=== block 1 ===
block_1/port_trees.png
Scale: 6 px per um.
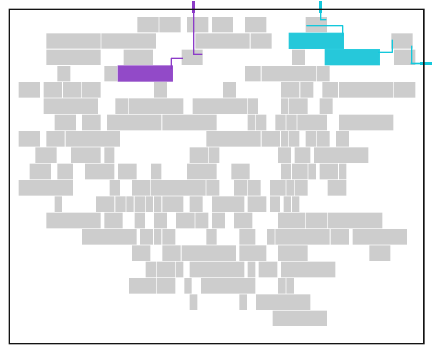

### src/rtl/wimax_verify_sequencer.sv
// wimax_verify_sequencer
//
// On-silicon stimulus sequencer for the WiMAX PHY verification top. Once the
// PLL reports lock it fires a single PRBS seed load strobe, then holds the
// chain enable for a fixed observation window while watching the four
// per-stage pass flags. At the end it latches one verdict that stays put for
// board LEDs or a scan readout until restart or reset.
//
// Optional feature macro: SEQ_STICKY_CHECK_EN
//   defined   : each stage flag must stay 1 on every RUN cycle from
//               GRACE_CYCLES to the end of the window (sticky check)
//   undefined : the flags are sampled on the final RUN cycle only and
//               GRACE_CYCLES only sizes the counter
//
// Parameters
//   LOCK_TIMEOUT  max cycles spent waiting for pll_locked
//   RUN_CYCLES    observation window length (cycles with en high in RUN)
//   GRACE_CYCLES  settle time after en rises before flags are checked
//                 (must be less than RUN_CYCLES)
//
// Ports
//   clk_ref           in   reference clock, the only clock
//   reset             in   asynchronous active-high reset
//   pll_locked        in   PLL lock indicator
//   restart           in   one-cycle pulse, re-runs from DONE or ERROR
//   prbs_pass         in   stage pass flags, synchronous to clk_ref
//   fec_pass          in
//   interleaver_pass  in
//   modulator_pass    in
//   load              out  PRBS seed load strobe (one cycle)
//   en                out  PRBS / chain enable
//   done              out  verdict valid
//   all_pass          out  all four stages passed (valid with done)
//   stage_status[3:0] out  {modulator, interleaver, fec, prbs}
//   err_code[1:0]     out  00 none, 01 lock timeout, 10 lock lost in run

module wimax_verify_sequencer #(
  parameter int unsigned LOCK_TIMEOUT = 4096,
  parameter int unsigned RUN_CYCLES   = 1250,
  parameter int unsigned GRACE_CYCLES = 256
) (
  input  logic       clk_ref,
  input  logic       reset,
  input  logic       pll_locked,
  input  logic       restart,
  input  logic       prbs_pass,
  input  logic       fec_pass,
  input  logic       interleaver_pass,
  input  logic       modulator_pass,
  output logic       load,
  output logic       en,
  output logic       done,
  output logic       all_pass,
  output logic [3:0] stage_status,
  output logic [1:0] err_code
);

  // The counter must reach the largest terminal count it is compared with.
  localparam int unsigned SPAN_LR = (LOCK_TIMEOUT > RUN_CYCLES) ? LOCK_TIMEOUT : RUN_CYCLES;
  localparam int unsigned SPAN    = (SPAN_LR > GRACE_CYCLES) ? SPAN_LR : GRACE_CYCLES;
  localparam int unsigned CW      = (SPAN > 2) ? $clog2(SPAN) : 1;

  localparam logic [CW-1:0] CNT_ONE   = CW'(1);
  localparam logic [CW-1:0] LOCK_LAST = CW'(LOCK_TIMEOUT - 1);
  localparam logic [CW-1:0] RUN_LAST  = CW'(RUN_CYCLES - 1);

  localparam logic [1:0] ERR_NONE      = 2'b00;
  localparam logic [1:0] ERR_LOCK_TIME = 2'b01;
  localparam logic [1:0] ERR_LOCK_LOST = 2'b10;

  typedef enum logic [2:0] {
    IDLE,
    WAIT_LOCK,
    LOAD,
    RUN,
    DONE,
    ERROR
  } state_t;

  state_t          state;
  state_t          state_nxt;
  logic [CW-1:0]   cnt;
  logic [1:0]      err_kind;
  logic [3:0]      verdict;
  logic [3:0]      flags;
  logic [3:0]      final_flags;

  logic            load_d;
  logic            en_d;
  logic            done_d;
  logic [3:0]      stage_d;
  logic [1:0]      err_d;

  assign flags = {modulator_pass, interleaver_pass, fec_pass, prbs_pass};

`ifdef SEQ_STICKY_CHECK_EN
  localparam logic [CW-1:0] GRACE_START = CW'(GRACE_CYCLES);

  logic [3:0] sticky;

  // Sticky pass bits: armed during LOAD, and any 0 seen inside the checked
  // part of the window clears that stage for the rest of the run.
  always_ff @(posedge clk_ref or posedge reset) begin
    if (reset) begin
      sticky <= 4'h0;
    end else if (state == LOAD) begin
      sticky <= 4'hF;
    end else if ((state == RUN) && (cnt >= GRACE_START)) begin
      sticky <= sticky & flags;
    end
  end

  // The final cycle's flags are folded in here since sticky has not seen them yet.
  assign final_flags = sticky & flags;
`else
  assign final_flags = flags;
`endif

  // State register.
  always_ff @(posedge clk_ref or posedge reset) begin
    if (reset) begin
      state <= IDLE;
    end else begin
      state <= state_nxt;
    end
  end

  // Next-state logic. In WAIT_LOCK a lock on the timeout cycle still wins;
  // in RUN a lock drop on the final cycle still goes to ERROR.
  always_comb begin
    state_nxt = state;
    unique case (state)
      IDLE:      state_nxt = WAIT_LOCK;
      WAIT_LOCK: begin
        if (pll_locked) begin
          state_nxt = LOAD;
        end else if (cnt == LOCK_LAST) begin
          state_nxt = ERROR;
        end
      end
      LOAD:      state_nxt = RUN;
      RUN: begin
        if (!pll_locked) begin
          state_nxt = ERROR;
        end else if (cnt == RUN_LAST) begin
          state_nxt = DONE;
        end
      end
      DONE, ERROR: begin
        if (restart) begin
          state_nxt = WAIT_LOCK;
        end
      end
      default:   state_nxt = IDLE;
    endcase
  end

  // Output decode from the current state; registered below so every output
  // comes straight from a flop.
  always_comb begin
    load_d  = (state == LOAD);
    en_d    = (state == RUN) || (state == DONE);
    done_d  = (state == DONE) || (state == ERROR);
    stage_d = (state == DONE) ? verdict : 4'h0;
    err_d   = (state == ERROR) ? err_kind : ERR_NONE;
  end

  // Output registers.
  always_ff @(posedge clk_ref or posedge reset) begin
    if (reset) begin
      load         <= 1'b0;
      en           <= 1'b0;
      done         <= 1'b0;
      all_pass     <= 1'b0;
      stage_status <= 4'h0;
      err_code     <= ERR_NONE;
    end else begin
      load         <= load_d;
      en           <= en_d;
      done         <= done_d;
      all_pass     <= &stage_d;
      stage_status <= stage_d;
      err_code     <= err_d;
    end
  end

  // Cycle counter: counts only while waiting for lock or running, and clears
  // on every state change so each phase starts from zero.
  always_ff @(posedge clk_ref or posedge reset) begin
    if (reset) begin
      cnt <= '0;
    end else if (state_nxt != state) begin
      cnt <= '0;
    end else if ((state == WAIT_LOCK) || (state == RUN)) begin
      cnt <= cnt + CNT_ONE;
    end else begin
      cnt <= '0;
    end
  end

  // Verdict and error cause, captured on the transition that decides them.
  always_ff @(posedge clk_ref or posedge reset) begin
    if (reset) begin
      verdict  <= 4'h0;
      err_kind <= ERR_NONE;
    end else begin
      unique case (state)
        WAIT_LOCK: begin
          if (!pll_locked && (cnt == LOCK_LAST)) begin
            err_kind <= ERR_LOCK_TIME;
          end
        end
        RUN: begin
          if (!pll_locked) begin
            err_kind <= ERR_LOCK_LOST;
          end
          if (cnt == RUN_LAST) begin
            verdict <= final_flags;
          end
        end
        DONE, ERROR: begin
          if (restart) begin
            err_kind <= ERR_NONE;
            verdict  <= 4'h0;
          end
        end
        default: ;
      endcase
    end
  end

endmodule

### config.mk
export PLATFORM = sky130hd
export DESIGN_NAME = wimax_verify_sequencer
export DESIGN_NICKNAME = d
export VERILOG_FILES = /design/src/rtl/wimax_verify_sequencer.sv
export SDC_FILE = /design/constraint.sdc
export NUM_CORES = 1
export LEC_CHECK = 0
export CAP_MARGIN = 20
export CORE_ASPECT_RATIO = 0.8
export CORE_UTILIZATION = 40
export DETAILED_ROUTE_END_ITERATION = 16
export GPL_ROUTABILITY_DRIVEN = 0
export HOLD_SLACK_MARGIN = 0.08
export PLACE_DENSITY_LB_ADDON = 0.12
export REMOVE_ABC_BUFFERS = 1
export SYNTH_ARGS = -nofsm -noshare
export SYNTH_HDL_FRONTEND = slang
export SYNTH_SLANG_ARGS = --single-unit
### constraint.sdc
create_clock -name clk_ref -period 4.8 [get_ports clk_ref]
set_input_delay 0.96 -clock clk_ref [delete_from_list [all_inputs] [get_ports clk_ref]]
set_output_delay 0.96 -clock clk_ref [all_outputs]
set_load 0.01 [all_outputs]
=== block 2 ===
File: config.mk
export PLATFORM = sky130hd
export DESIGN_NAME = hazard_ctrl_flat
export DESIGN_NICKNAME = d
export VERILOG_FILES = /design/src/rtl/pipe_hz_pkg.sv /design/src/rtl/hazard_ctrl_if.sv /design/src/rtl/hz_stage_tag.sv /design/src/rtl/hazard_ctrl.sv /design/src/flat_wrapper.sv
export SDC_FILE = /design/constraint.sdc
export NUM_CORES = 1
export LEC_CHECK = 0
export ABC_AREA = 1
export ABC_CLOCK_PERIOD_IN_PS = 2400
export CORE_MARGIN = 5
export CORE_UTILIZATION = 40
export CTS_BUF_LIST = sky130_fd_sc_hd__clkbuf_2 sky130_fd_sc_hd__clkbuf_4 sky130_fd_sc_hd__clkbuf_8
export DETAILED_ROUTE_END_ITERATION = 12
export PLACE_DENSITY = 0.61
export SYNTH_ARGS = -nofsm -noshare
export SYNTH_HDL_FRONTEND = slang
export SYNTH_SLANG_ARGS = --single-unit
File: constraint.sdc
create_clock -name clk -period 2.4 [get_ports clk]
set_clock_uncertainty 0.1 [all_clocks]
set_input_delay 0.72 -clock clk [delete_from_list [all_inputs] [get_ports clk]]
set_output_delay 0.72 -clock clk [all_outputs]
set_load 0.01 [all_outputs]
File: src/rtl/pipe_hz_pkg.sv
// Shared types and constants for the pipeline hazard controller: forwarding
// selects, debug state encoding and the per-stage destination tag.
package pipe_hz_pkg;

  localparam logic [1:0] FWD_RF  = 2'd0;
  localparam logic [1:0] FWD_EX  = 2'd1;
  localparam logic [1:0] FWD_MEM = 2'd2;
  localparam logic [1:0] FWD_WB  = 2'd3;

  typedef enum logic [1:0] {
    RUN = 2'd0,
    LU  = 2'd1,
    CR  = 2'd2
  } hz_state_e;

  typedef struct packed {
    logic       valid;
    logic       rf_we;
    logic [4:0] wR;
    logic       is_load;
  } stage_tag_t;

  // A tag can only be a forwarding/hazard source if it really writes a
  // non-zero register; x0 is hardwired and never matches.
  function automatic logic tag_live(input stage_tag_t t);
    return t.valid && t.rf_we && (t.wR != 5'd0);
  endfunction

  function automatic logic tag_hit(input stage_tag_t t, input logic used,
                                   input logic [4:0] rs);
    return used && tag_live(t) && (t.wR == rs);
  endfunction

  // Youngest producer wins so the EX operand always sees the newest value.
  function automatic logic [1:0] fwd_sel(input logic used, input logic [4:0] rs,
                                         input stage_tag_t ex_t,
                                         input stage_tag_t mem_t,
                                         input stage_tag_t wb_t);
    if (tag_hit(ex_t, used, rs))       return FWD_EX;
    else if (tag_hit(mem_t, used, rs)) return FWD_MEM;
    else if (tag_hit(wb_t, used, rs))  return FWD_WB;
    else                               return FWD_RF;
  endfunction

endpackage

File: src/rtl/hazard_ctrl_if.sv
// ID-side request and hazard/forwarding response bundle between the core
// pipeline (master) and the hazard controller (slave).
interface hazard_ctrl_if #(parameter int CNT_W = 16);

  logic             id_have_inst;
  logic [4:0]       id_rs1;
  logic [4:0]       id_rs2;
  logic             id_rs1_used;
  logic             id_rs2_used;
  logic             id_rf_we;
  logic [4:0]       id_wR;
  logic             id_is_load;
  logic             ex_redirect;

  logic             pc_stall;
  logic             ifid_stall;
  logic             ifid_flush;
  logic             Lu_pipeline_stop;
  logic             Cr_pipeline_stop;
  logic [1:0]       fwd_rs1_sel;
  logic [1:0]       fwd_rs2_sel;
  logic [CNT_W-1:0] stall_cnt;
  logic [CNT_W-1:0] flush_cnt;
  logic [1:0]       hz_state;

  modport master (
    output id_have_inst, id_rs1, id_rs2, id_rs1_used, id_rs2_used,
           id_rf_we, id_wR, id_is_load, ex_redirect,
    input  pc_stall, ifid_stall, ifid_flush, Lu_pipeline_stop,
           Cr_pipeline_stop, fwd_rs1_sel, fwd_rs2_sel, stall_cnt,
           flush_cnt, hz_state
  );

  modport slave (
    input  id_have_inst, id_rs1, id_rs2, id_rs1_used, id_rs2_used,
           id_rf_we, id_wR, id_is_load, ex_redirect,
    output pc_stall, ifid_stall, ifid_flush, Lu_pipeline_stop,
           Cr_pipeline_stop, fwd_rs1_sel, fwd_rs2_sel, stall_cnt,
           flush_cnt, hz_state
  );

endinterface

File: src/rtl/hz_stage_tag.sv
// One pipeline-stage destination tag: async reset, synchronous clear to a
// bubble (higher priority) and load.
module hz_stage_tag
  import pipe_hz_pkg::*;
(
  input  logic       clk,
  input  logic       rst_n,
  input  logic       clear,
  input  logic       load,
  input  stage_tag_t d,
  output stage_tag_t q
);

  // NOTE: sequential state uses non-blocking assignments so every register
  // samples pre-edge values regardless of block evaluation order.
  always_ff @(posedge clk or negedge rst_n) begin
    if (!rst_n)     q <= '0;
    else if (clear) q <= '0;
    else if (load)  q <= d;
  end

endmodule

File: src/rtl/hazard_ctrl.sv
// Pipeline hazard controller: load-use stall, redirect flush, EX operand
// forwarding selects, saturating event counters and a debug state.
module hazard_ctrl
  import pipe_hz_pkg::*;
#(
  parameter int CNT_W = 16
) (
  input  logic          clk,
  input  logic          rst_n,
  hazard_ctrl_if.slave  bus
);

  localparam logic [CNT_W-1:0] CNT_MAX = '1;

  stage_tag_t ex_tag, mem_tag, wb_tag, id_tag;
  logic       lu, cr, lu_stop, bubble;

  hz_state_e        state;
  logic [1:0]       rs1_sel_q, rs2_sel_q;
  logic [CNT_W-1:0] stall_cnt_q, flush_cnt_q;

  assign id_tag = '{valid:   bus.id_have_inst,
                    rf_we:   bus.id_rf_we,
                    wR:      bus.id_wR,
                    is_load: bus.id_is_load};

  // NOTE: every signal driven from always_comb gets a default first so no
  // path can leave it unassigned and infer a latch.
  always_comb begin
    lu = 1'b0;
    cr = 1'b0;
    if (tag_live(ex_tag) && ex_tag.is_load && bus.id_have_inst)
      lu = tag_hit(ex_tag, bus.id_rs1_used, bus.id_rs1) ||
           tag_hit(ex_tag, bus.id_rs2_used, bus.id_rs2);
    cr = bus.ex_redirect && ex_tag.valid;
  end

  // A redirect discards the ID instruction anyway, so it masks the stall.
  assign lu_stop = lu && !cr;
  assign bubble  = lu_stop || cr;

  assign bus.pc_stall         = lu_stop;
  assign bus.ifid_stall       = lu_stop;
  assign bus.Lu_pipeline_stop = lu_stop;
  assign bus.Cr_pipeline_stop = cr;
  assign bus.ifid_flush       = cr;

  hz_stage_tag u_ex_tag (
    .clk(clk), .rst_n(rst_n), .clear(bubble), .load(1'b1),
    .d(id_tag), .q(ex_tag)
  );

  hz_stage_tag u_mem_tag (
    .clk(clk), .rst_n(rst_n), .clear(1'b0), .load(1'b1),
    .d(ex_tag), .q(mem_tag)
  );

  hz_stage_tag u_wb_tag (
    .clk(clk), .rst_n(rst_n), .clear(1'b0), .load(1'b1),
    .d(mem_tag), .q(wb_tag)
  );

  // Selects are resolved while the consumer is in ID against tags that are
  // one stage ahead, then registered so they line up with EX.
  always_ff @(posedge clk or negedge rst_n) begin
    if (!rst_n) begin
      rs1_sel_q   <= FWD_RF;
      rs2_sel_q   <= FWD_RF;
      stall_cnt_q <= '0;
      flush_cnt_q <= '0;
      state       <= RUN;
    end else begin
      if (bubble) begin
        rs1_sel_q <= FWD_RF;
        rs2_sel_q <= FWD_RF;
      end else begin
        rs1_sel_q <= fwd_sel(bus.id_rs1_used, bus.id_rs1, ex_tag, mem_tag, wb_tag);
        rs2_sel_q <= fwd_sel(bus.id_rs2_used, bus.id_rs2, ex_tag, mem_tag, wb_tag);
      end

      if (lu_stop && stall_cnt_q != CNT_MAX) stall_cnt_q <= stall_cnt_q + 1'b1;
      if (cr && flush_cnt_q != CNT_MAX)      flush_cnt_q <= flush_cnt_q + 1'b1;

      if (cr)      state <= CR;
      else if (lu) state <= LU;
      else         state <= RUN;
    end
  end

  assign bus.fwd_rs1_sel = rs1_sel_q;
  assign bus.fwd_rs2_sel = rs2_sel_q;
  assign bus.stall_cnt   = stall_cnt_q;
  assign bus.flush_cnt   = flush_cnt_q;
  assign bus.hz_state    = state;

endmodule

File: src/flat_wrapper.sv
// flat-port wrapper written by rule: the top's interface ports become plain ports
module hazard_ctrl_flat import pipe_hz_pkg::*;
#(
  parameter int CNT_W = 16
)
  (clk, rst_n, bus_id_have_inst, bus_id_rs1, bus_id_rs2, bus_id_rs1_used, bus_id_rs2_used, bus_id_rf_we, bus_id_wR, bus_id_is_load, bus_ex_redirect, bus_pc_stall, bus_ifid_stall, bus_ifid_flush, bus_Lu_pipeline_stop, bus_Cr_pipeline_stop, bus_fwd_rs1_sel, bus_fwd_rs2_sel, bus_stall_cnt, bus_flush_cnt, bus_hz_state);
  hazard_ctrl_if #(.CNT_W(CNT_W)) bus_i ();
  input  logic clk;
  input  logic rst_n;
  input wire logic [$bits(bus_i.id_have_inst)-1:0] bus_id_have_inst;
  input wire logic [$bits(bus_i.id_rs1)-1:0] bus_id_rs1;
  input wire logic [$bits(bus_i.id_rs2)-1:0] bus_id_rs2;
  input wire logic [$bits(bus_i.id_rs1_used)-1:0] bus_id_rs1_used;
  input wire logic [$bits(bus_i.id_rs2_used)-1:0] bus_id_rs2_used;
  input wire logic [$bits(bus_i.id_rf_we)-1:0] bus_id_rf_we;
  input wire logic [$bits(bus_i.id_wR)-1:0] bus_id_wR;
  input wire logic [$bits(bus_i.id_is_load)-1:0] bus_id_is_load;
  input wire logic [$bits(bus_i.ex_redirect)-1:0] bus_ex_redirect;
  output wire logic [$bits(bus_i.pc_stall)-1:0] bus_pc_stall;
  output wire logic [$bits(bus_i.ifid_stall)-1:0] bus_ifid_stall;
  output wire logic [$bits(bus_i.ifid_flush)-1:0] bus_ifid_flush;
  output wire logic [$bits(bus_i.Lu_pipeline_stop)-1:0] bus_Lu_pipeline_stop;
  output wire logic [$bits(bus_i.Cr_pipeline_stop)-1:0] bus_Cr_pipeline_stop;
  output wire logic [$bits(bus_i.fwd_rs1_sel)-1:0] bus_fwd_rs1_sel;
  output wire logic [$bits(bus_i.fwd_rs2_sel)-1:0] bus_fwd_rs2_sel;
  output wire logic [$bits(bus_i.stall_cnt)-1:0] bus_stall_cnt;
  output wire logic [$bits(bus_i.flush_cnt)-1:0] bus_flush_cnt;
  output wire logic [$bits(bus_i.hz_state)-1:0] bus_hz_state;
  assign bus_i.id_have_inst = bus_id_have_inst;
  assign bus_i.id_rs1 = bus_id_rs1;
  assign bus_i.id_rs2 = bus_id_rs2;
  assign bus_i.id_rs1_used = bus_id_rs1_used;
  assign bus_i.id_rs2_used = bus_id_rs2_used;
  assign bus_i.id_rf_we = bus_id_rf_we;
  assign bus_i.id_wR = bus_id_wR;
  assign bus_i.id_is_load = bus_id_is_load;
  assign bus_i.ex_redirect = bus_ex_redirect;
  assign bus_pc_stall = bus_i.pc_stall;
  assign bus_ifid_stall = bus_i.ifid_stall;
  assign bus_ifid_flush = bus_i.ifid_flush;
  assign bus_Lu_pipeline_stop = bus_i.Lu_pipeline_stop;
  assign bus_Cr_pipeline_stop = bus_i.Cr_pipeline_stop;
  assign bus_fwd_rs1_sel = bus_i.fwd_rs1_sel;
  assign bus_fwd_rs2_sel = bus_i.fwd_rs2_sel;
  assign bus_stall_cnt = bus_i.stall_cnt;
  assign bus_flush_cnt = bus_i.flush_cnt;
  assign bus_hz_state = bus_i.hz_state;
  hazard_ctrl #(.CNT_W(CNT_W)) u_core (.clk(clk), .rst_n(rst_n), .bus(bus_i));
endmodule
=== block 3 ===
==> src/rtl/vend_pkg.sv <==
// rtl/vend_pkg.sv - shared types, defaults and saturating adder for the vending controller
package vend_pkg;

    typedef enum logic {
        IDLE   = 1'b0,
        REFUND = 1'b1
    } state_t;

    // Working width for credit arithmetic, wide enough for any sensible MONEY_W
    localparam int CALC_W = 32;

    localparam logic [7:0]  DEF_COIN_VAL   = {4'd2, 4'd1};
    localparam logic [15:0] DEF_ITEM_PRICE = {4'd5, 4'd3, 4'd2, 4'd1};

    typedef struct packed {
        logic [CALC_W-1:0] value;
        logic              clip;
    } sat_t;

    // Add and clamp to the largest credit representable in money_w bits
    function automatic sat_t sat_add(input logic [CALC_W-1:0] a,
                                     input logic [CALC_W-1:0] b,
                                     input int                money_w);
        logic [CALC_W-1:0] max_val;
        logic [CALC_W-1:0] sum;
        sat_t              res;
        max_val = (CALC_W'(1) << money_w) - CALC_W'(1);
        sum     = a + b;
        if (sum > max_val) begin
            res.value = max_val;
            res.clip  = 1'b1;
        end else begin
            res.value = sum;
            res.clip  = 1'b0;
        end
        return res;
    endfunction

endpackage

==> src/rtl/vend_ctrl_param_if.sv <==
// rtl/vend_ctrl_param_if.sv - coin/buy/refund bus between front-end filters and the controller
interface vend_ctrl_param_if #(
    parameter int NUM_COINS = 2,
    parameter int NUM_ITEMS = 4,
    parameter int MONEY_W   = 4
);
    localparam int TYPE_W = $clog2(NUM_ITEMS);

    logic [NUM_COINS-1:0] coin;
    logic                 buy;
    logic [TYPE_W-1:0]    buy_type;
    logic                 clr;
    logic [MONEY_W-1:0]   money_left;
    logic [TYPE_W-1:0]    bought_type;
    logic                 bought_valid;
    logic                 deny;
    logic                 coin_reject;
    logic                 change_valid;
    logic                 change_ready;

    modport master (
        output coin, buy, buy_type, clr, change_ready,
        input  money_left, bought_type, bought_valid, deny, coin_reject, change_valid
    );

    modport slave (
        input  coin, buy, buy_type, clr, change_ready,
        output money_left, bought_type, bought_valid, deny, coin_reject, change_valid
    );

endinterface

==> src/rtl/vend_coin_sum.sv <==
// rtl/vend_coin_sum.sv - combinational total value of all coins asserted this cycle
module vend_coin_sum #(
    parameter int                           NUM_COINS = 2,
    parameter int                           MONEY_W   = 4,
    parameter int                           CSUM_W    = MONEY_W + $clog2(NUM_COINS),
    parameter logic [NUM_COINS*MONEY_W-1:0] COIN_VAL  = vend_pkg::DEF_COIN_VAL
) (
    input  logic [NUM_COINS-1:0] coin,
    output logic [CSUM_W-1:0]    csum
);

    // Widened so simultaneous coins of maximum value cannot wrap
    always_comb begin
        csum = '0;
        for (int i = 0; i < NUM_COINS; i++) begin
            if (coin[i]) begin
                csum = csum + CSUM_W'(COIN_VAL[i*MONEY_W +: MONEY_W]);
            end
        end
    end

endmodule

==> src/rtl/vend_ctrl_param.sv <==
// rtl/vend_ctrl_param.sv - parametrised coin counter with purchase grant and unit-wise refund
module vend_ctrl_param
    import vend_pkg::*;
#(
    parameter int                           NUM_COINS  = 2,
    parameter int                           NUM_ITEMS  = 4,
    parameter int                           MONEY_W    = 4,
    parameter logic [NUM_COINS*MONEY_W-1:0] COIN_VAL   = DEF_COIN_VAL,
    parameter logic [NUM_ITEMS*MONEY_W-1:0] ITEM_PRICE = DEF_ITEM_PRICE
) (
    input  logic               clk,
    input  logic               rst,
    vend_ctrl_param_if.slave   bus
);

    localparam int TYPE_W = $clog2(NUM_ITEMS);
    localparam int CSUM_W = MONEY_W + $clog2(NUM_COINS);

    state_t               state;
    logic [MONEY_W-1:0]   money_left;
    logic [TYPE_W-1:0]    bought_type;
    logic                 bought_valid;
    logic                 deny;
    logic                 coin_reject;
    logic                 change_valid;

    logic [CSUM_W-1:0]    csum;
    logic [MONEY_W-1:0]   price;
    logic                 type_ok;
    logic                 can_buy;
    sat_t                 add_res;
    sat_t                 buy_res;

    vend_coin_sum #(
        .NUM_COINS (NUM_COINS),
        .MONEY_W   (MONEY_W),
        .CSUM_W    (CSUM_W),
        .COIN_VAL  (COIN_VAL)
    ) u_coin_sum (
        .coin (bus.coin),
        .csum (csum)
    );

    // Price lookup; an unmatched select leaves type_ok low so the buy is refused
    always_comb begin
        price   = '0;
        type_ok = 1'b0;
        for (int j = 0; j < NUM_ITEMS; j++) begin
            if (TYPE_W'(j) == bus.buy_type) begin
                price   = ITEM_PRICE[j*MONEY_W +: MONEY_W];
                type_ok = 1'b1;
            end
        end
    end

    // Candidate credit updates; only registered credit funds a purchase
    always_comb begin
        can_buy = type_ok && (money_left >= price);
        add_res = sat_add(CALC_W'(money_left), CALC_W'(csum), MONEY_W);
        buy_res = sat_add(CALC_W'(money_left) - CALC_W'(price), CALC_W'(csum), MONEY_W);
    end

    // Controller FSM with all outputs registered
    always_ff @(posedge clk or posedge rst) begin
        if (rst) begin
            state        <= IDLE;
            money_left   <= '0;
            bought_type  <= '0;
            bought_valid <= 1'b0;
            deny         <= 1'b0;
            coin_reject  <= 1'b0;
            change_valid <= 1'b0;
        end else begin
            deny        <= 1'b0;
            coin_reject <= 1'b0;
            case (state)
                IDLE: begin
                    if (bus.clr) begin
                        money_left   <= add_res.value[MONEY_W-1:0];
                        coin_reject  <= add_res.clip;
                        bought_valid <= 1'b0;
                        change_valid <= (add_res.value != '0);
                        state        <= REFUND;
                    end else if (bus.buy && can_buy) begin
                        money_left   <= buy_res.value[MONEY_W-1:0];
                        coin_reject  <= buy_res.clip;
                        bought_type  <= bus.buy_type;
                        bought_valid <= 1'b1;
                    end else begin
                        money_left  <= add_res.value[MONEY_W-1:0];
                        coin_reject <= add_res.clip;
                        if (bus.buy) begin
                            deny         <= 1'b1;
                            bought_valid <= 1'b0;
                        end
                    end
                end
                REFUND: begin
                    coin_reject <= |bus.coin;
                    deny        <= bus.buy;
                    if (money_left == '0) begin
                        change_valid <= 1'b0;
                        state        <= IDLE;
                    end else if (change_valid && bus.change_ready) begin
                        money_left <= money_left - MONEY_W'(1);
                        if (money_left == MONEY_W'(1)) begin
                            change_valid <= 1'b0;
                            state        <= IDLE;
                        end
                    end
                end
                default: state <= IDLE;
            endcase
        end
    end

    assign bus.money_left   = money_left;
    assign bus.bought_type  = bought_type;
    assign bus.bought_valid = bought_valid;
    assign bus.deny         = deny;
    assign bus.coin_reject  = coin_reject;
    assign bus.change_valid = change_valid;

endmodule

==> src/flat_wrapper.sv <==
// flat-port wrapper written by rule: the top's interface ports become plain ports
module vend_ctrl_param_flat import vend_pkg::*;
#(
    parameter int                           NUM_COINS  = 2,
    parameter int                           NUM_ITEMS  = 4,
    parameter int                           MONEY_W    = 4,
    parameter logic [NUM_COINS*MONEY_W-1:0] COIN_VAL   = DEF_COIN_VAL,
    parameter logic [NUM_ITEMS*MONEY_W-1:0] ITEM_PRICE = DEF_ITEM_PRICE
)
  (clk, rst, bus_coin, bus_buy, bus_buy_type, bus_clr, bus_change_ready, bus_money_left, bus_bought_type, bus_bought_valid, bus_deny, bus_coin_reject, bus_change_valid);
  vend_ctrl_param_if #(.NUM_COINS(NUM_COINS), .NUM_ITEMS(NUM_ITEMS), .MONEY_W(MONEY_W)) bus_i ();
  input  logic clk;
  input  logic rst;
  input wire logic [$bits(bus_i.coin)-1:0] bus_coin;
  input wire logic [$bits(bus_i.buy)-1:0] bus_buy;
  input wire logic [$bits(bus_i.buy_type)-1:0] bus_buy_type;
  input wire logic [$bits(bus_i.clr)-1:0] bus_clr;
  input wire logic [$bits(bus_i.change_ready)-1:0] bus_change_ready;
  output wire logic [$bits(bus_i.money_left)-1:0] bus_money_left;
  output wire logic [$bits(bus_i.bought_type)-1:0] bus_bought_type;
  output wire logic [$bits(bus_i.bought_valid)-1:0] bus_bought_valid;
  output wire logic [$bits(bus_i.deny)-1:0] bus_deny;
  output wire logic [$bits(bus_i.coin_reject)-1:0] bus_coin_reject;
  output wire logic [$bits(bus_i.change_valid)-1:0] bus_change_valid;
  assign bus_i.coin = bus_coin;
  assign bus_i.buy = bus_buy;
  assign bus_i.buy_type = bus_buy_type;
  assign bus_i.clr = bus_clr;
  assign bus_i.change_ready = bus_change_ready;
  assign bus_money_left = bus_i.money_left;
  assign bus_bought_type = bus_i.bought_type;
  assign bus_bought_valid = bus_i.bought_valid;
  assign bus_deny = bus_i.deny;
  assign bus_coin_reject = bus_i.coin_reject;
  assign bus_change_valid = bus_i.change_valid;
  vend_ctrl_param #(.NUM_COINS(NUM_COINS), .NUM_ITEMS(NUM_ITEMS), .MONEY_W(MONEY_W), .COIN_VAL(COIN_VAL), .ITEM_PRICE(ITEM_PRICE)) u_core (.clk(clk), .rst(rst), .bus(bus_i));
endmodule
==> config.mk <==
export PLATFORM = sky130hd
export DESIGN_NAME = vend_ctrl_param_flat
export DESIGN_NICKNAME = d
export VERILOG_FILES = /design/src/rtl/vend_pkg.sv /design/src/rtl/vend_ctrl_param_if.sv /design/src/rtl/vend_coin_sum.sv /design/src/rtl/vend_ctrl_param.sv /design/src/flat_wrapper.sv
export SDC_FILE = /design/constraint.sdc
export NUM_CORES = 1
export LEC_CHECK = 0
export ABC_AREA = 1
export ABC_CLOCK_PERIOD_IN_PS = 3100
export CAP_MARGIN = 20
export CORE_MARGIN = 5
export CORE_UTILIZATION = 45
export DETAILED_ROUTE_END_ITERATION = 6
export GPL_ROUTABILITY_DRIVEN = 0
export PLACE_DENSITY = 0.75
export SLEW_MARGIN = 40
export SYNTH_ARGS = -nofsm -noshare
export SYNTH_HDL_FRONTEND = slang
export SYNTH_HIERARCHICAL = 1
export SYNTH_SLANG_ARGS = --single-unit
==> constraint.sdc <==
create_clock -name clk -period 3.1 [get_ports clk]
set_input_delay 0.62 -clock clk [delete_from_list [all_inputs] [get_ports clk]]
set_output_delay 0.62 -clock clk [all_outputs]
set_load 0.005 [all_outputs]
=== block 4 ===
<file path="src/rtl/pwm_capture.sv">
// pwm_capture: measures an external PWM input in prescaled ticks.
// Reports the period (rising edge to rising edge) and the high time (rising to
// falling edge). A TIMEOUT-tick watchdog flags a lost signal or a stuck 0 %/100 %
// duty input.
//
// state     | meaning
// ----------+--------------------------------------------------------------
// WAIT_RISE | unarmed; the next rising edge starts a measurement
// HIGH      | input high, counting high time
// LOW       | input low after the falling edge, waiting for the closing rise

module pwm_capture #(
   parameter int PRESCALE = 250,
   parameter int WIDTH    = 16,
   parameter int TIMEOUT  = 20000
) (
   input  logic             clock,
   input  logic             reset,
   input  logic             pwm_in,
   output logic [WIDTH-1:0] period,
   output logic [WIDTH-1:0] high_time,
   output logic             valid,
   output logic             timeout,
   output logic             level
);

   localparam int PS_W = (PRESCALE > 1) ? $clog2(PRESCALE) : 1;
   localparam int TO_W = WIDTH + 1;
   localparam logic [PS_W-1:0]  PS_LAST = PS_W'(PRESCALE - 1);
   localparam logic [WIDTH-1:0] CNT_MAX = '1;
   localparam logic [TO_W-1:0]  TO_VAL  = TO_W'(TIMEOUT);

   typedef enum logic [1:0] {
      ST_WAIT_RISE = 2'd0,
      ST_HIGH      = 2'd1,
      ST_LOW       = 2'd2
   } state_t;

   state_t           state;
   logic             sync_1;
   logic             level_prev;
   logic [PS_W-1:0]  ps_cnt;
   logic [WIDTH-1:0] cnt;
   logic [WIDTH-1:0] hi_lat;

   logic             tick;
   logic             rise;
   logic             fall;
   logic [TO_W-1:0]  cnt_next_ext;
   logic             to_hit;

   assign tick         = (ps_cnt == PS_LAST);
   assign rise         = level & ~level_prev;
   assign fall         = ~level & level_prev;
   assign cnt_next_ext = {1'b0, cnt} + {{WIDTH{1'b0}}, 1'b1};
   // Compare with >= so a tick swallowed by a coincident fall cannot step past
   // the threshold and disable the watchdog for the rest of the measurement.
   assign to_hit       = tick && (cnt_next_ext >= TO_VAL);

   // Two-flop synchronizer for the asynchronous input, plus a history flop for edge detection.
   always_ff @(posedge clock or posedge reset) begin
      if (reset) begin
         sync_1     <= 1'b0;
         level      <= 1'b0;
         level_prev <= 1'b0;
      end else begin
         sync_1     <= pwm_in;
         level      <= sync_1;
         level_prev <= level;
      end
   end

   // Free-running tick prescaler; edges never restart it, so tick phase is fixed by reset only.
   always_ff @(posedge clock or posedge reset) begin
      if (reset) begin
         ps_cnt <= '0;
      end else if (tick) begin
         ps_cnt <= '0;
      end else begin
         ps_cnt <= ps_cnt + 1'b1;
      end
   end

   // Measurement FSM: owns the tick counter, the high-time latch and all registered outputs.
   always_ff @(posedge clock or posedge reset) begin
      if (reset) begin
         state     <= ST_WAIT_RISE;
         cnt       <= '0;
         hi_lat    <= '0;
         period    <= '0;
         high_time <= '0;
         valid     <= 1'b0;
         timeout   <= 1'b0;
      end else begin
         valid <= 1'b0;
         if (tick && (cnt != CNT_MAX)) begin
            cnt <= cnt + 1'b1;
         end

         case (state)
            ST_WAIT_RISE: begin
               if (rise) begin
                  cnt   <= '0;
                  state <= ST_HIGH;
               end else if (to_hit) begin
                  timeout   <= 1'b1;
                  period    <= '0;
                  high_time <= '0;
                  cnt       <= '0;
                  state     <= ST_WAIT_RISE;
               end
            end

            ST_HIGH: begin
               if (fall) begin
                  hi_lat <= cnt;
                  state  <= ST_LOW;
               end else if (to_hit) begin
                  timeout   <= 1'b1;
                  period    <= '0;
                  high_time <= '0;
                  cnt       <= '0;
                  state     <= ST_WAIT_RISE;
               end
            end

            ST_LOW: begin
               if (rise) begin
                  period    <= cnt;
                  high_time <= hi_lat;
                  valid     <= 1'b1;
                  timeout   <= 1'b0;
                  cnt       <= '0;
                  state     <= ST_HIGH;
               end else if (to_hit) begin
                  timeout   <= 1'b1;
                  period    <= '0;
                  high_time <= '0;
                  cnt       <= '0;
                  state     <= ST_WAIT_RISE;
               end
            end

            default: begin
               cnt   <= '0;
               state <= ST_WAIT_RISE;
            end
         endcase
      end
   end

endmodule

</file>
<file path="config.mk">
export PLATFORM = sky130hd
export DESIGN_NAME = pwm_capture
export DESIGN_NICKNAME = d
export VERILOG_FILES = /design/src/rtl/pwm_capture.sv
export SDC_FILE = /design/constraint.sdc
export NUM_CORES = 1
export LEC_CHECK = 0
export ABC_AREA = 1
export CAP_MARGIN = 20
export CORE_MARGIN = 8
export CORE_UTILIZATION = 59
export CTS_BUF_LIST = sky130_fd_sc_hd__clkbuf_8
export CTS_CLUSTER_DIAMETER = 30
export DETAILED_ROUTE_END_ITERATION = 10
export PLACE_DENSITY_LB_ADDON = 0.1
export SETUP_SLACK_MARGIN = 0.15
export SLEW_MARGIN = 20
export SYNTH_ARGS = -nofsm -noshare
export SYNTH_HDL_FRONTEND = slang
export SYNTH_SLANG_ARGS = --single-unit
</file>
<file path="constraint.sdc">
create_clock -name clock -period 3.2 [get_ports clock]
set_input_delay 0.32 -clock clock [delete_from_list [all_inputs] [get_ports clock]]
set_output_delay 0.32 -clock clock [all_outputs]
set_load 0.05 [all_outputs]
</file>
block_4/placed.png
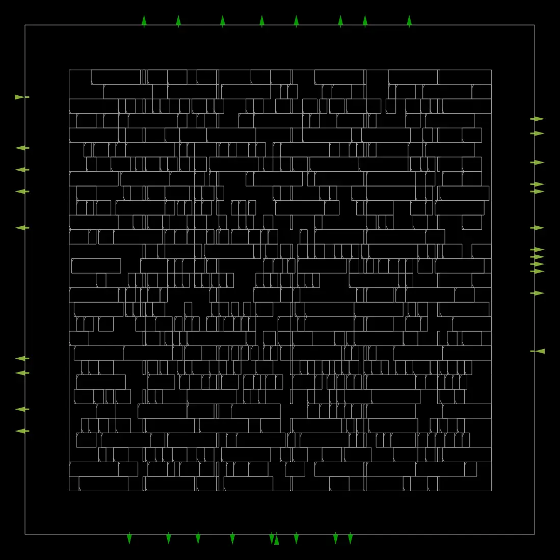
fin util: 70.0%
tap cells: 77
Seq area share: 45.2%
core area: 6240 um^2

==> results.yml, block 4 <==
# physical design summary
status:
  status: "finished clean"
setup_path:
  critPathMaxFanout: 33
  cp.required_ps: 3440
  rrSetupSlack_ps: 770
  critical_path_arrival_ps: 2670
  crit_start: "cnt[0]"
  crit_end: "period[4]"
  path_cells: "ha_1, nand3_1, nor2_1, nand4_1, nand2_1, nand2_1, nor2_1, nand3_1, nand2_2, nand2_2, nand3_1, nand2_1"
timing:
  worst_slack_ps: 769
  skew_ps: 9.53
  whs_ps: 366
  slew_headroom_pct: 33.3
power_and_ir_drop:
  swShare_pct: 29.1
  finalPower_mw: 2.21
  p_seq_share_pct: 46.7
grt:
  antenna_found_initial: 0
  globalRouteMet3Util_pct: 4.25
  grt_use_met1_pct: 25.2
  grtUsageTotal_pct: 20.0
detailed_routing:
  dr.pass1.iters: 5
  wire_per_inst_um: 15.6
  drc: 0
  wl_met1_um: 3930
final_layout:
  flop_area_um2: 1980
  comb_share_pct: 34.5
  design_area_um2: 4370
  drive_gt1_share_pct: 7.32
  fillers: 508
  buf_share_pct: 9.45
  seq_cells: 79
clock_network:
  h-tree-depth: 3
  cts_buffers: 9
  cts_tree: "built"
synthesis:
  synth_flops: 79
  fp_nets: 446
  synth-compound-area-share_pct: 12.3
  yosysMostFrequentCell: "nand2_1"
  largest_area_cell: "dfrtp_1"
  yosys-top-cells-count: "nand2_1, dfrtp_1, nand3_1"
  yosysSeqAreaShare_pct: 53.1
  yosysChipArea_um2: 3720
  avgSynthCellArea_um2: 8.48
  synthCells: 439
  flop_cell: "dfrtp_1"
  async_reset_ff_share_pct: 100
floorplan:
  die_x_um: 95.5
  die_area_um2: 9110
place:
  place.gp.congestion: 0.961
  port_buffers: 37
worst_hold_path:
  hold_start: "sync_1"
  min_to: "level"
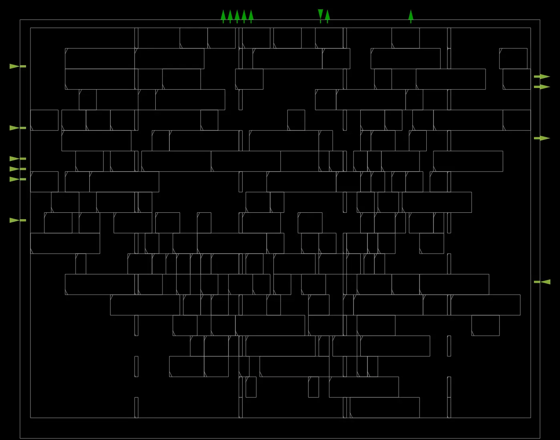
block_1/placed.png
Fill cells: 324
fin util: 50.4%
non-filler cells, final: 194
core area: 3420 um^2
Flops: 31

About block_1/port_trees.png:
legend:
  purple:
    port: all_pass
    direction: output
    end_cells: 1
    buffers: 1
    wire: 12.0 um
  cyan:
    port: err_code
    direction: output
    end_cells: 2
    buffers: 2
    wire: 18.8 um
IO Count: 18
Port Buffers: 17

==> results.yml, block 1 <==
# physical design summary
status:
  status: "finished clean"
timing:
  rsz0062_at_grt: "no"
  layout_min_cycle_time_ps: 2240
synthesis:
  edf_count: 0
  synthDominantCellAreaShare_pct: 54.2
  synthCells: 132
  yosys-top-cells-count: "dfrtp_1, nor2_1, nand2_1, nor3_1, xor2_1"
  async_reset_ff_share_pct: 100
final_layout:
  final_cell_mix: "dfrtp_1, clkdlybuf4s50_1, nor2_1"
  seq_share_pct: 44.9
  largestRegisters: "cnt x12, stage_status x4, verdict x4"
  num-clock-buffers: 6
  flop_area_um2: 776
setup_path:
  critPathBufInv: 1
  cp.required_ps: 4960
  crit_end: "cnt[5]"
clock_network:
  clockBufferDepth: 2
  cts_hold_buf: 0
  cts_setup_buffers: 0
  cts_buffers: 5
  clk_pin_slew_worst_paths_ps: 60
grt:
  grt_pass1_wl_um: 4730
  globalRouteMet3Util_pct: 5.58
  grt-busiest-layer: "met1"
  met2_usage_pct: 23.0
place:
  post-dp-hpwl_um: 1970
  pre_cts_ws_ps: 2260
floorplan:
  nWellTaps: 42
detailed_routing:
  dr_wl_met2_um: 1170
  drc: 0
  via_per_inst: 5.53
power_and_ir_drop:
  p_leak_nw: 0.758
  combPwrFrac_pct: 23.9
worst_hold_path:
  hold_start: "verdict[1]"
  hold_depth: 1
job:
  drv_cap: 0
block_3/port_trees.png
Scale: 8 px per um.
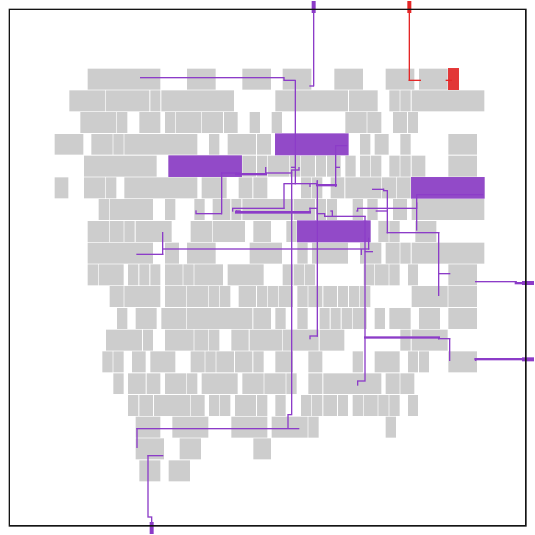
legend:
  red:
    port: rst
    direction: input
    end_cells: 1
    buffers: 1
    wire: 10.6 um
  purple:
    port: bus_money_left
    direction: output
    end_cells: 4
    buffers: 6
    wire: 320 um

==> results.yml, block 3 <==
# physical design summary
status:
  status: "finished clean"
grt:
  antenna_found_initial: 0
  grt_pass1_vias: 1241
  grt-busiest-layer: "met2"
synthesis:
  mux_area_share_pct: 1.13
  ys_sh_simple_pct: 30.1
  synth-compound-area-share_pct: 9.02
  synthDominantCellAreaShare_pct: 20.7
final_layout:
  drive_gt1_share_pct: 21.1
  buffers: 36
power_and_ir_drop:
  p_seq_share_pct: 16.2
  top_power_group: "combinational cells"
  pg_seq_mw: 0.294
setup_path:
  cpPeakStageDelay_ps: 330
  crit_start: "bus_buy_type[0]"
  critPathLaunchType: "input pin"
floorplan:
  rows: 19
clock_network:
  cts_hold_buf: 0
timing:
  final_hold_viol_count: 0
block_2/clock_wires.png
Scale: 3 px per um.
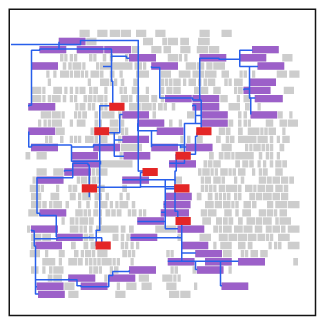
legend:
  red:
    item: clock-net drivers
    count: 9
  purple:
    item: flip-flops
    count: 60
  blue:
    item: clock wires
    length: 828 um
routed clock nets: 10
flops lie: widely spread
Power Clock: 0.981 mW
part of the power in the clock network: 36.6%
Latency at later pin: 330 ps

==> results.yml, block 2 <==
# physical design summary
status:
  status: "complete, but fails checks"
  violations: "setup timing"
floorplan:
  io_pins: 66
  die_x_um: 102
power_and_ir_drop:
  top_power_group: "sequential cells"
  finalPower_mw: 2.68
  irDropWorstVdd_mv: 0.469
  power.density_nw_per_um2: 559
  switchingPower_mw: 0.742
  p_seq_share_pct: 43.6
  powerComb_mw: 0.530
detailed_routing:
  drc: 0
  wire_per_inst_um: 12.8
  wl_met1_um: 3810
  drt-initial-drc-count: 91
  top_layer_used: "met4"
grt:
  met2_usage_pct: 29.6
  grt_pass1_vias: 3260
  grt-busiest-layer: "met2"
setup_path:
  critical_path_arrival_ps: 1680
  r2r_cells: 17
  cp.required_ps: 1580
  rrSetupSlack_ps: 130
  crit_end: "bus_Lu_pipeline_stop"
  r2r_start: "u_core.u_ex_tag.q[5]"
  slowest_stage: "nor2_4"
  path_class: "in2out"
  crit_start: "bus_id_rs1[1]"
synthesis:
  yosys_warnings: 0
  ys_sh_simple_pct: 34.7
  yosysChipArea_um2: 3360
  avgSynthCellArea_um2: 7.63
  yosysMostFrequentCell: "nand2_1"
  yosysSeqAreaShare_pct: 44.7
  synthDominantCellAreaShare_pct: 44.7
  mux_area_share_pct: 0
  edf_count: 0
timing:
  tns_ps: -287
  slew_headroom_pct: 72.0
  drv_slew: 0
  layout_min_cycle_time_ps: 2500
  finalSetupViolCount: 3
  fmax_mhz: 400
  whs_ps: 222
  worst_slack_ps: -97.0
final_layout:
  synthToLayoutAreaGrowth_pct: 42.8
  num-clock-buffers: 9
  fin_nets: 588
  flop_area_um2: 1500
  combGateArea_um2: 1670
  fin_util_pct: 58.3
  num-multi-input-gates: 318
  seq_share_pct: 31.4
  seq_cells: 60
  n_antenna_cell: 0
clock_network:
  cts_buffers: 9
job:
  tool_warnings: 28

## Gallery

Where the registers sit.
picture 1
Scale: 3 px per um. Other sequential cells in the stronger gray, the rest of the logic in the fainter gray.
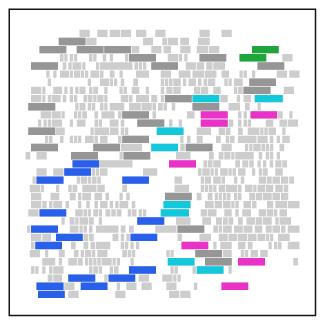
picture 2
Scale: 4 px per um. Other sequential cells in the stronger gray, the rest of the logic in the fainter gray.
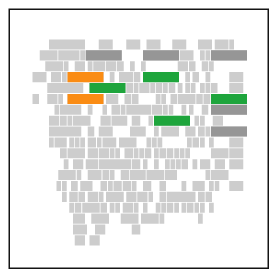
picture 3
Scale: 4 px per um. Other sequential cells in the stronger gray, the rest of the logic in the fainter gray.
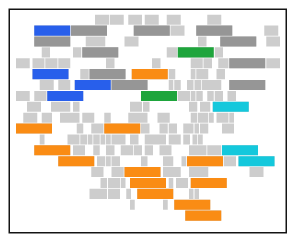
picture 4
Scale: 3 px per um. Other sequential cells in the stronger gray, the rest of the logic in the fainter gray.
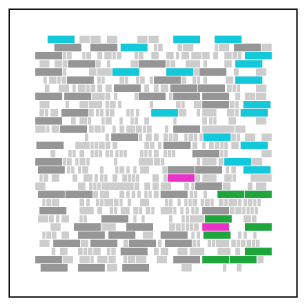
- picture 1 = block 2
- picture 3 = block 1
- picture 2 = block 3
- picture 4 = block 4
- most cells: picture 1
- fewest cells: picture 3

Key to picture 2:
legend:
  orange:
    netlist_name: u_core/bus.bought_type
    sequential_cells: 2
  green:
    netlist_name: u_core/bus.money_left
    sequential_cells: 4


=== block 5 ===
block_5/ff_map.png
Scale: 4 px per um. Other sequential cells in the stronger gray, the rest of the logic in the fainter gray.
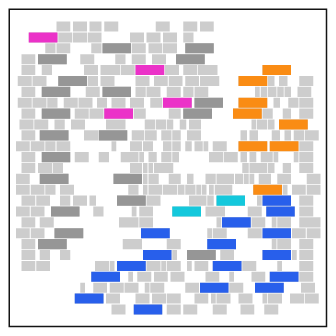
### src/rtl/alu_arbiter.sv
// alu_arbiter: two-requester round-robin front end for an external
// combinational ALU. Takes one operation at a time, gives the ALU one
// cycle to settle, registers its outputs and holds the response until
// the consumer accepts it.
module alu_arbiter #(
    parameter int DATA_W = 8,
    parameter int SEL_W  = 4
) (
    input  logic              clk,
    input  logic              rst,
    input  logic              r0_valid,
    output logic              r0_ready,
    input  logic [DATA_W-1:0] r0_a,
    input  logic [DATA_W-1:0] r0_b,
    input  logic [SEL_W-1:0]  r0_sel,
    input  logic              r1_valid,
    output logic              r1_ready,
    input  logic [DATA_W-1:0] r1_a,
    input  logic [DATA_W-1:0] r1_b,
    input  logic [SEL_W-1:0]  r1_sel,
    output logic [DATA_W-1:0] alu_a,
    output logic [DATA_W-1:0] alu_b,
    output logic [SEL_W-1:0]  alu_sel,
    input  logic [15:0]       alu_result,
    input  logic              alu_carry,
    input  logic              alu_zflag,
    output logic              rsp_valid,
    input  logic              rsp_ready,
    output logic              rsp_id,
    output logic [15:0]       rsp_result,
    output logic              rsp_carry,
    output logic              rsp_zflag,
    output logic              busy,
    output logic [7:0]        ops_done
);

    typedef enum logic [1:0] {IDLE, EXEC, CAPT, RESP} state_t;

    state_t            state;
    state_t            state_next;
    logic              last_grant;
    logic              grant_any;
    logic              grant_id;
    logic              accept;
    logic [DATA_W-1:0] lat_a;
    logic [DATA_W-1:0] lat_b;
    logic [SEL_W-1:0]  lat_sel;
    logic              lat_id;
    logic              carry_pass;

    // Round-robin choice: with both pending, take the one not served last
    always_comb begin
        grant_any = r0_valid | r1_valid;
        grant_id  = 1'b0;
        if (r0_valid && r1_valid) begin
            grant_id = ~last_grant;
        end else if (r1_valid) begin
            grant_id = 1'b1;
        end
        accept = (state == IDLE) && grant_any && !rst;
    end

    // State register
    always_ff @(posedge clk) begin
        if (rst) begin
            state <= IDLE;
        end else begin
            state <= state_next;
        end
    end

    // Next-state logic: grant, one settle cycle, capture, then wait for the consumer
    always_comb begin
        state_next = state;
        case (state)
            IDLE: if (grant_any) state_next = EXEC;
            EXEC: state_next = CAPT;
            CAPT: state_next = RESP;
            RESP: if (rsp_ready) state_next = IDLE;
            default: state_next = IDLE;
        endcase
    end

    // FSM outputs: readies only on the grant cycle, status from the state
    always_comb begin
        r0_ready  = accept && !grant_id;
        r1_ready  = accept && grant_id;
        busy      = (state != IDLE);
        rsp_valid = (state == RESP);
    end

    // Only add and subtract produce a meaningful carry
    always_comb begin
        carry_pass = (lat_sel == SEL_W'(0)) || (lat_sel == SEL_W'(1));
    end

    // Operand latch, response capture, grant pointer and completion counter
    always_ff @(posedge clk) begin
        if (rst) begin
            last_grant <= 1'b1;
            lat_a      <= '0;
            lat_b      <= '0;
            lat_sel    <= '0;
            lat_id     <= 1'b0;
            rsp_result <= '0;
            rsp_carry  <= 1'b0;
            rsp_zflag  <= 1'b0;
            ops_done   <= '0;
        end else begin
            if (accept) begin
                last_grant <= grant_id;
                lat_id     <= grant_id;
                lat_a      <= grant_id ? r1_a : r0_a;
                lat_b      <= grant_id ? r1_b : r0_b;
                lat_sel    <= grant_id ? r1_sel : r0_sel;
            end
            if (state == CAPT) begin
                rsp_result <= alu_result;
                rsp_zflag  <= alu_zflag;
                rsp_carry  <= carry_pass ? alu_carry : 1'b0;
            end
            if ((state == RESP) && rsp_ready) begin
                ops_done <= ops_done + 8'd1;
            end
        end
    end

    assign alu_a   = lat_a;
    assign alu_b   = lat_b;
    assign alu_sel = lat_sel;
    assign rsp_id  = lat_id;

endmodule

### config.mk
export PLATFORM = sky130hd
export DESIGN_NAME = alu_arbiter
export DESIGN_NICKNAME = d
export VERILOG_FILES = /design/src/rtl/alu_arbiter.sv
export SDC_FILE = /design/constraint.sdc
export NUM_CORES = 1
export LEC_CHECK = 0
export CAP_MARGIN = 25
export CORE_MARGIN = 1
export CORE_UTILIZATION = 35
export DETAILED_ROUTE_END_ITERATION = 6
export PLACE_DENSITY = 0.84
export SLEW_MARGIN = 10
export SYNTH_ARGS = -nofsm -noshare
export SYNTH_HDL_FRONTEND = slang
export SYNTH_SLANG_ARGS = --single-unit
export TNS_END_PERCENT = 5
### constraint.sdc
create_clock -name clk -period 3.4 [get_ports clk]
set_input_delay 1.02 -clock clk [delete_from_list [all_inputs] [get_ports clk]]
set_output_delay 1.02 -clock clk [all_outputs]
set_load 0.02 [all_outputs]
==> results.yml <==
# physical design summary
setup_path:
  path_class: "in2out"
  r2r_start: "state[0]"
  critPathLaunchType: "input pin"
  cp.required_ps: 2380
  rrSetupSlack_ps: 1490
  reg2reg_to: "alu_b[0]"
  cpPeakStageDelay_ps: 550
  worstSetupEndpointType: "output port"
floorplan:
  io_pins: 114
power_and_ir_drop:
  switchingPower_mw: 0.710
  combPwrFrac_pct: 44.6
  power.density_nw_per_um2: 620
  p_clk_mw: 0.388
  powerComb_mw: 0.935
  p_seq_share_pct: 36.8
place:
  pre_cts_ws_ps: -167
  place.gp.congestion: 0.727
final_layout:
  final_cell_mix: "clkdlybuf4s50_1, dfxtp_1, nor2_1"
  clkCellAreaFrac_pct: 3.26
  buffers: 122
  drive_gt1_share_pct: 6.25
  largest_cell_class: "buffers"
  seq_cells: 50
  design_area_um2: 3380
  fillers: 518
  synthToLayoutAreaGrowth_pct: 63.2
synthesis:
  synthAdderAreaFrac_pct: 2.42
  yosysMostFrequentCell: "dfxtp_1"
  syn-cell-area_um2: 2070
  synth_flops: 50
  xor_area_share_pct: 0.845
  synth-compound-area-share_pct: 15.4
  yosysChipArea_um2: 2070
  fp_nets: 272
detailed_routing:
  vias: 2002
  top_layer_used: "met4"
  dr.pass1.iters: 4
  drt_wl_total_um: 5440
  drt-initial-drc-count: 35
  drtAntennaViolNets: 0
  wire_per_inst_um: 13.9
timing:
  whs_ps: 484
  fmax_mhz: 303
  tns_ps: 0
  post-route-period-util_pct: 97.2
  final_hold_viol_count: 0
grt:
  grt_max_degree: 34
  grt_use_met1_pct: 20.9
  met2_usage_pct: 31.2
clock_network:
  clk_pin_slew_worst_paths_ps: 80
  root_buffer: "clkbuf_8"
  cts_buffers: 5
  h-tree-depth: 2
  post_cts_resized: 2
status:
  status: "finished clean"
## Picture notes: block_5/ff_map.png
legend:
  magenta:
    netlist_name: alu_sel
    sequential_cells: 4
  orange:
    netlist_name: ops_done
    sequential_cells: 8
  blue:
    netlist_name: rsp_result
    sequential_cells: 16
  cyan:
    netlist_name: state
    sequential_cells: 2
reported sequential group power: 0.772 mW
Seq area share: 29.6%
register area: 1000 um^2
fin util: 60.3%



==> layout pictures side by side <==
Cell outlines without signal wires.
Plate I
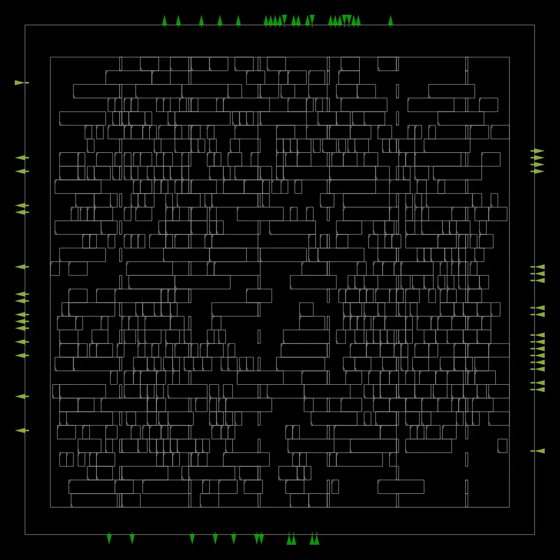
Plate II
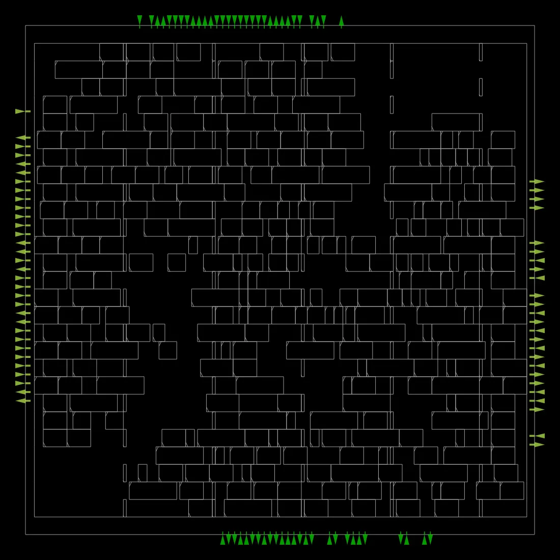
Plate III
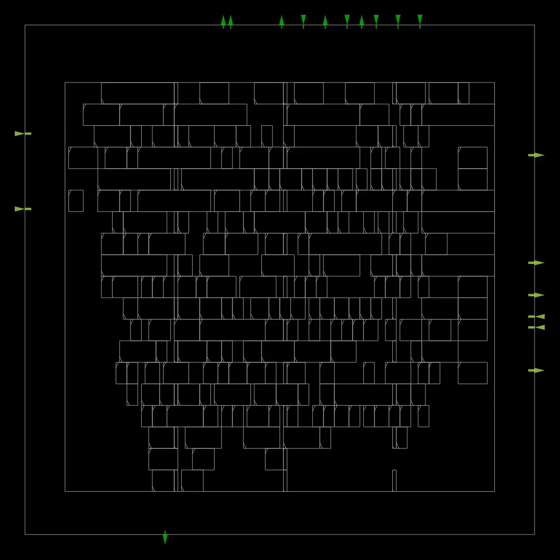
- block 3 = Plate III
- block 5 = Plate II
- block 2 = Plate I

Power figures rest on the tool's default switching activity, not on a simulated workload.
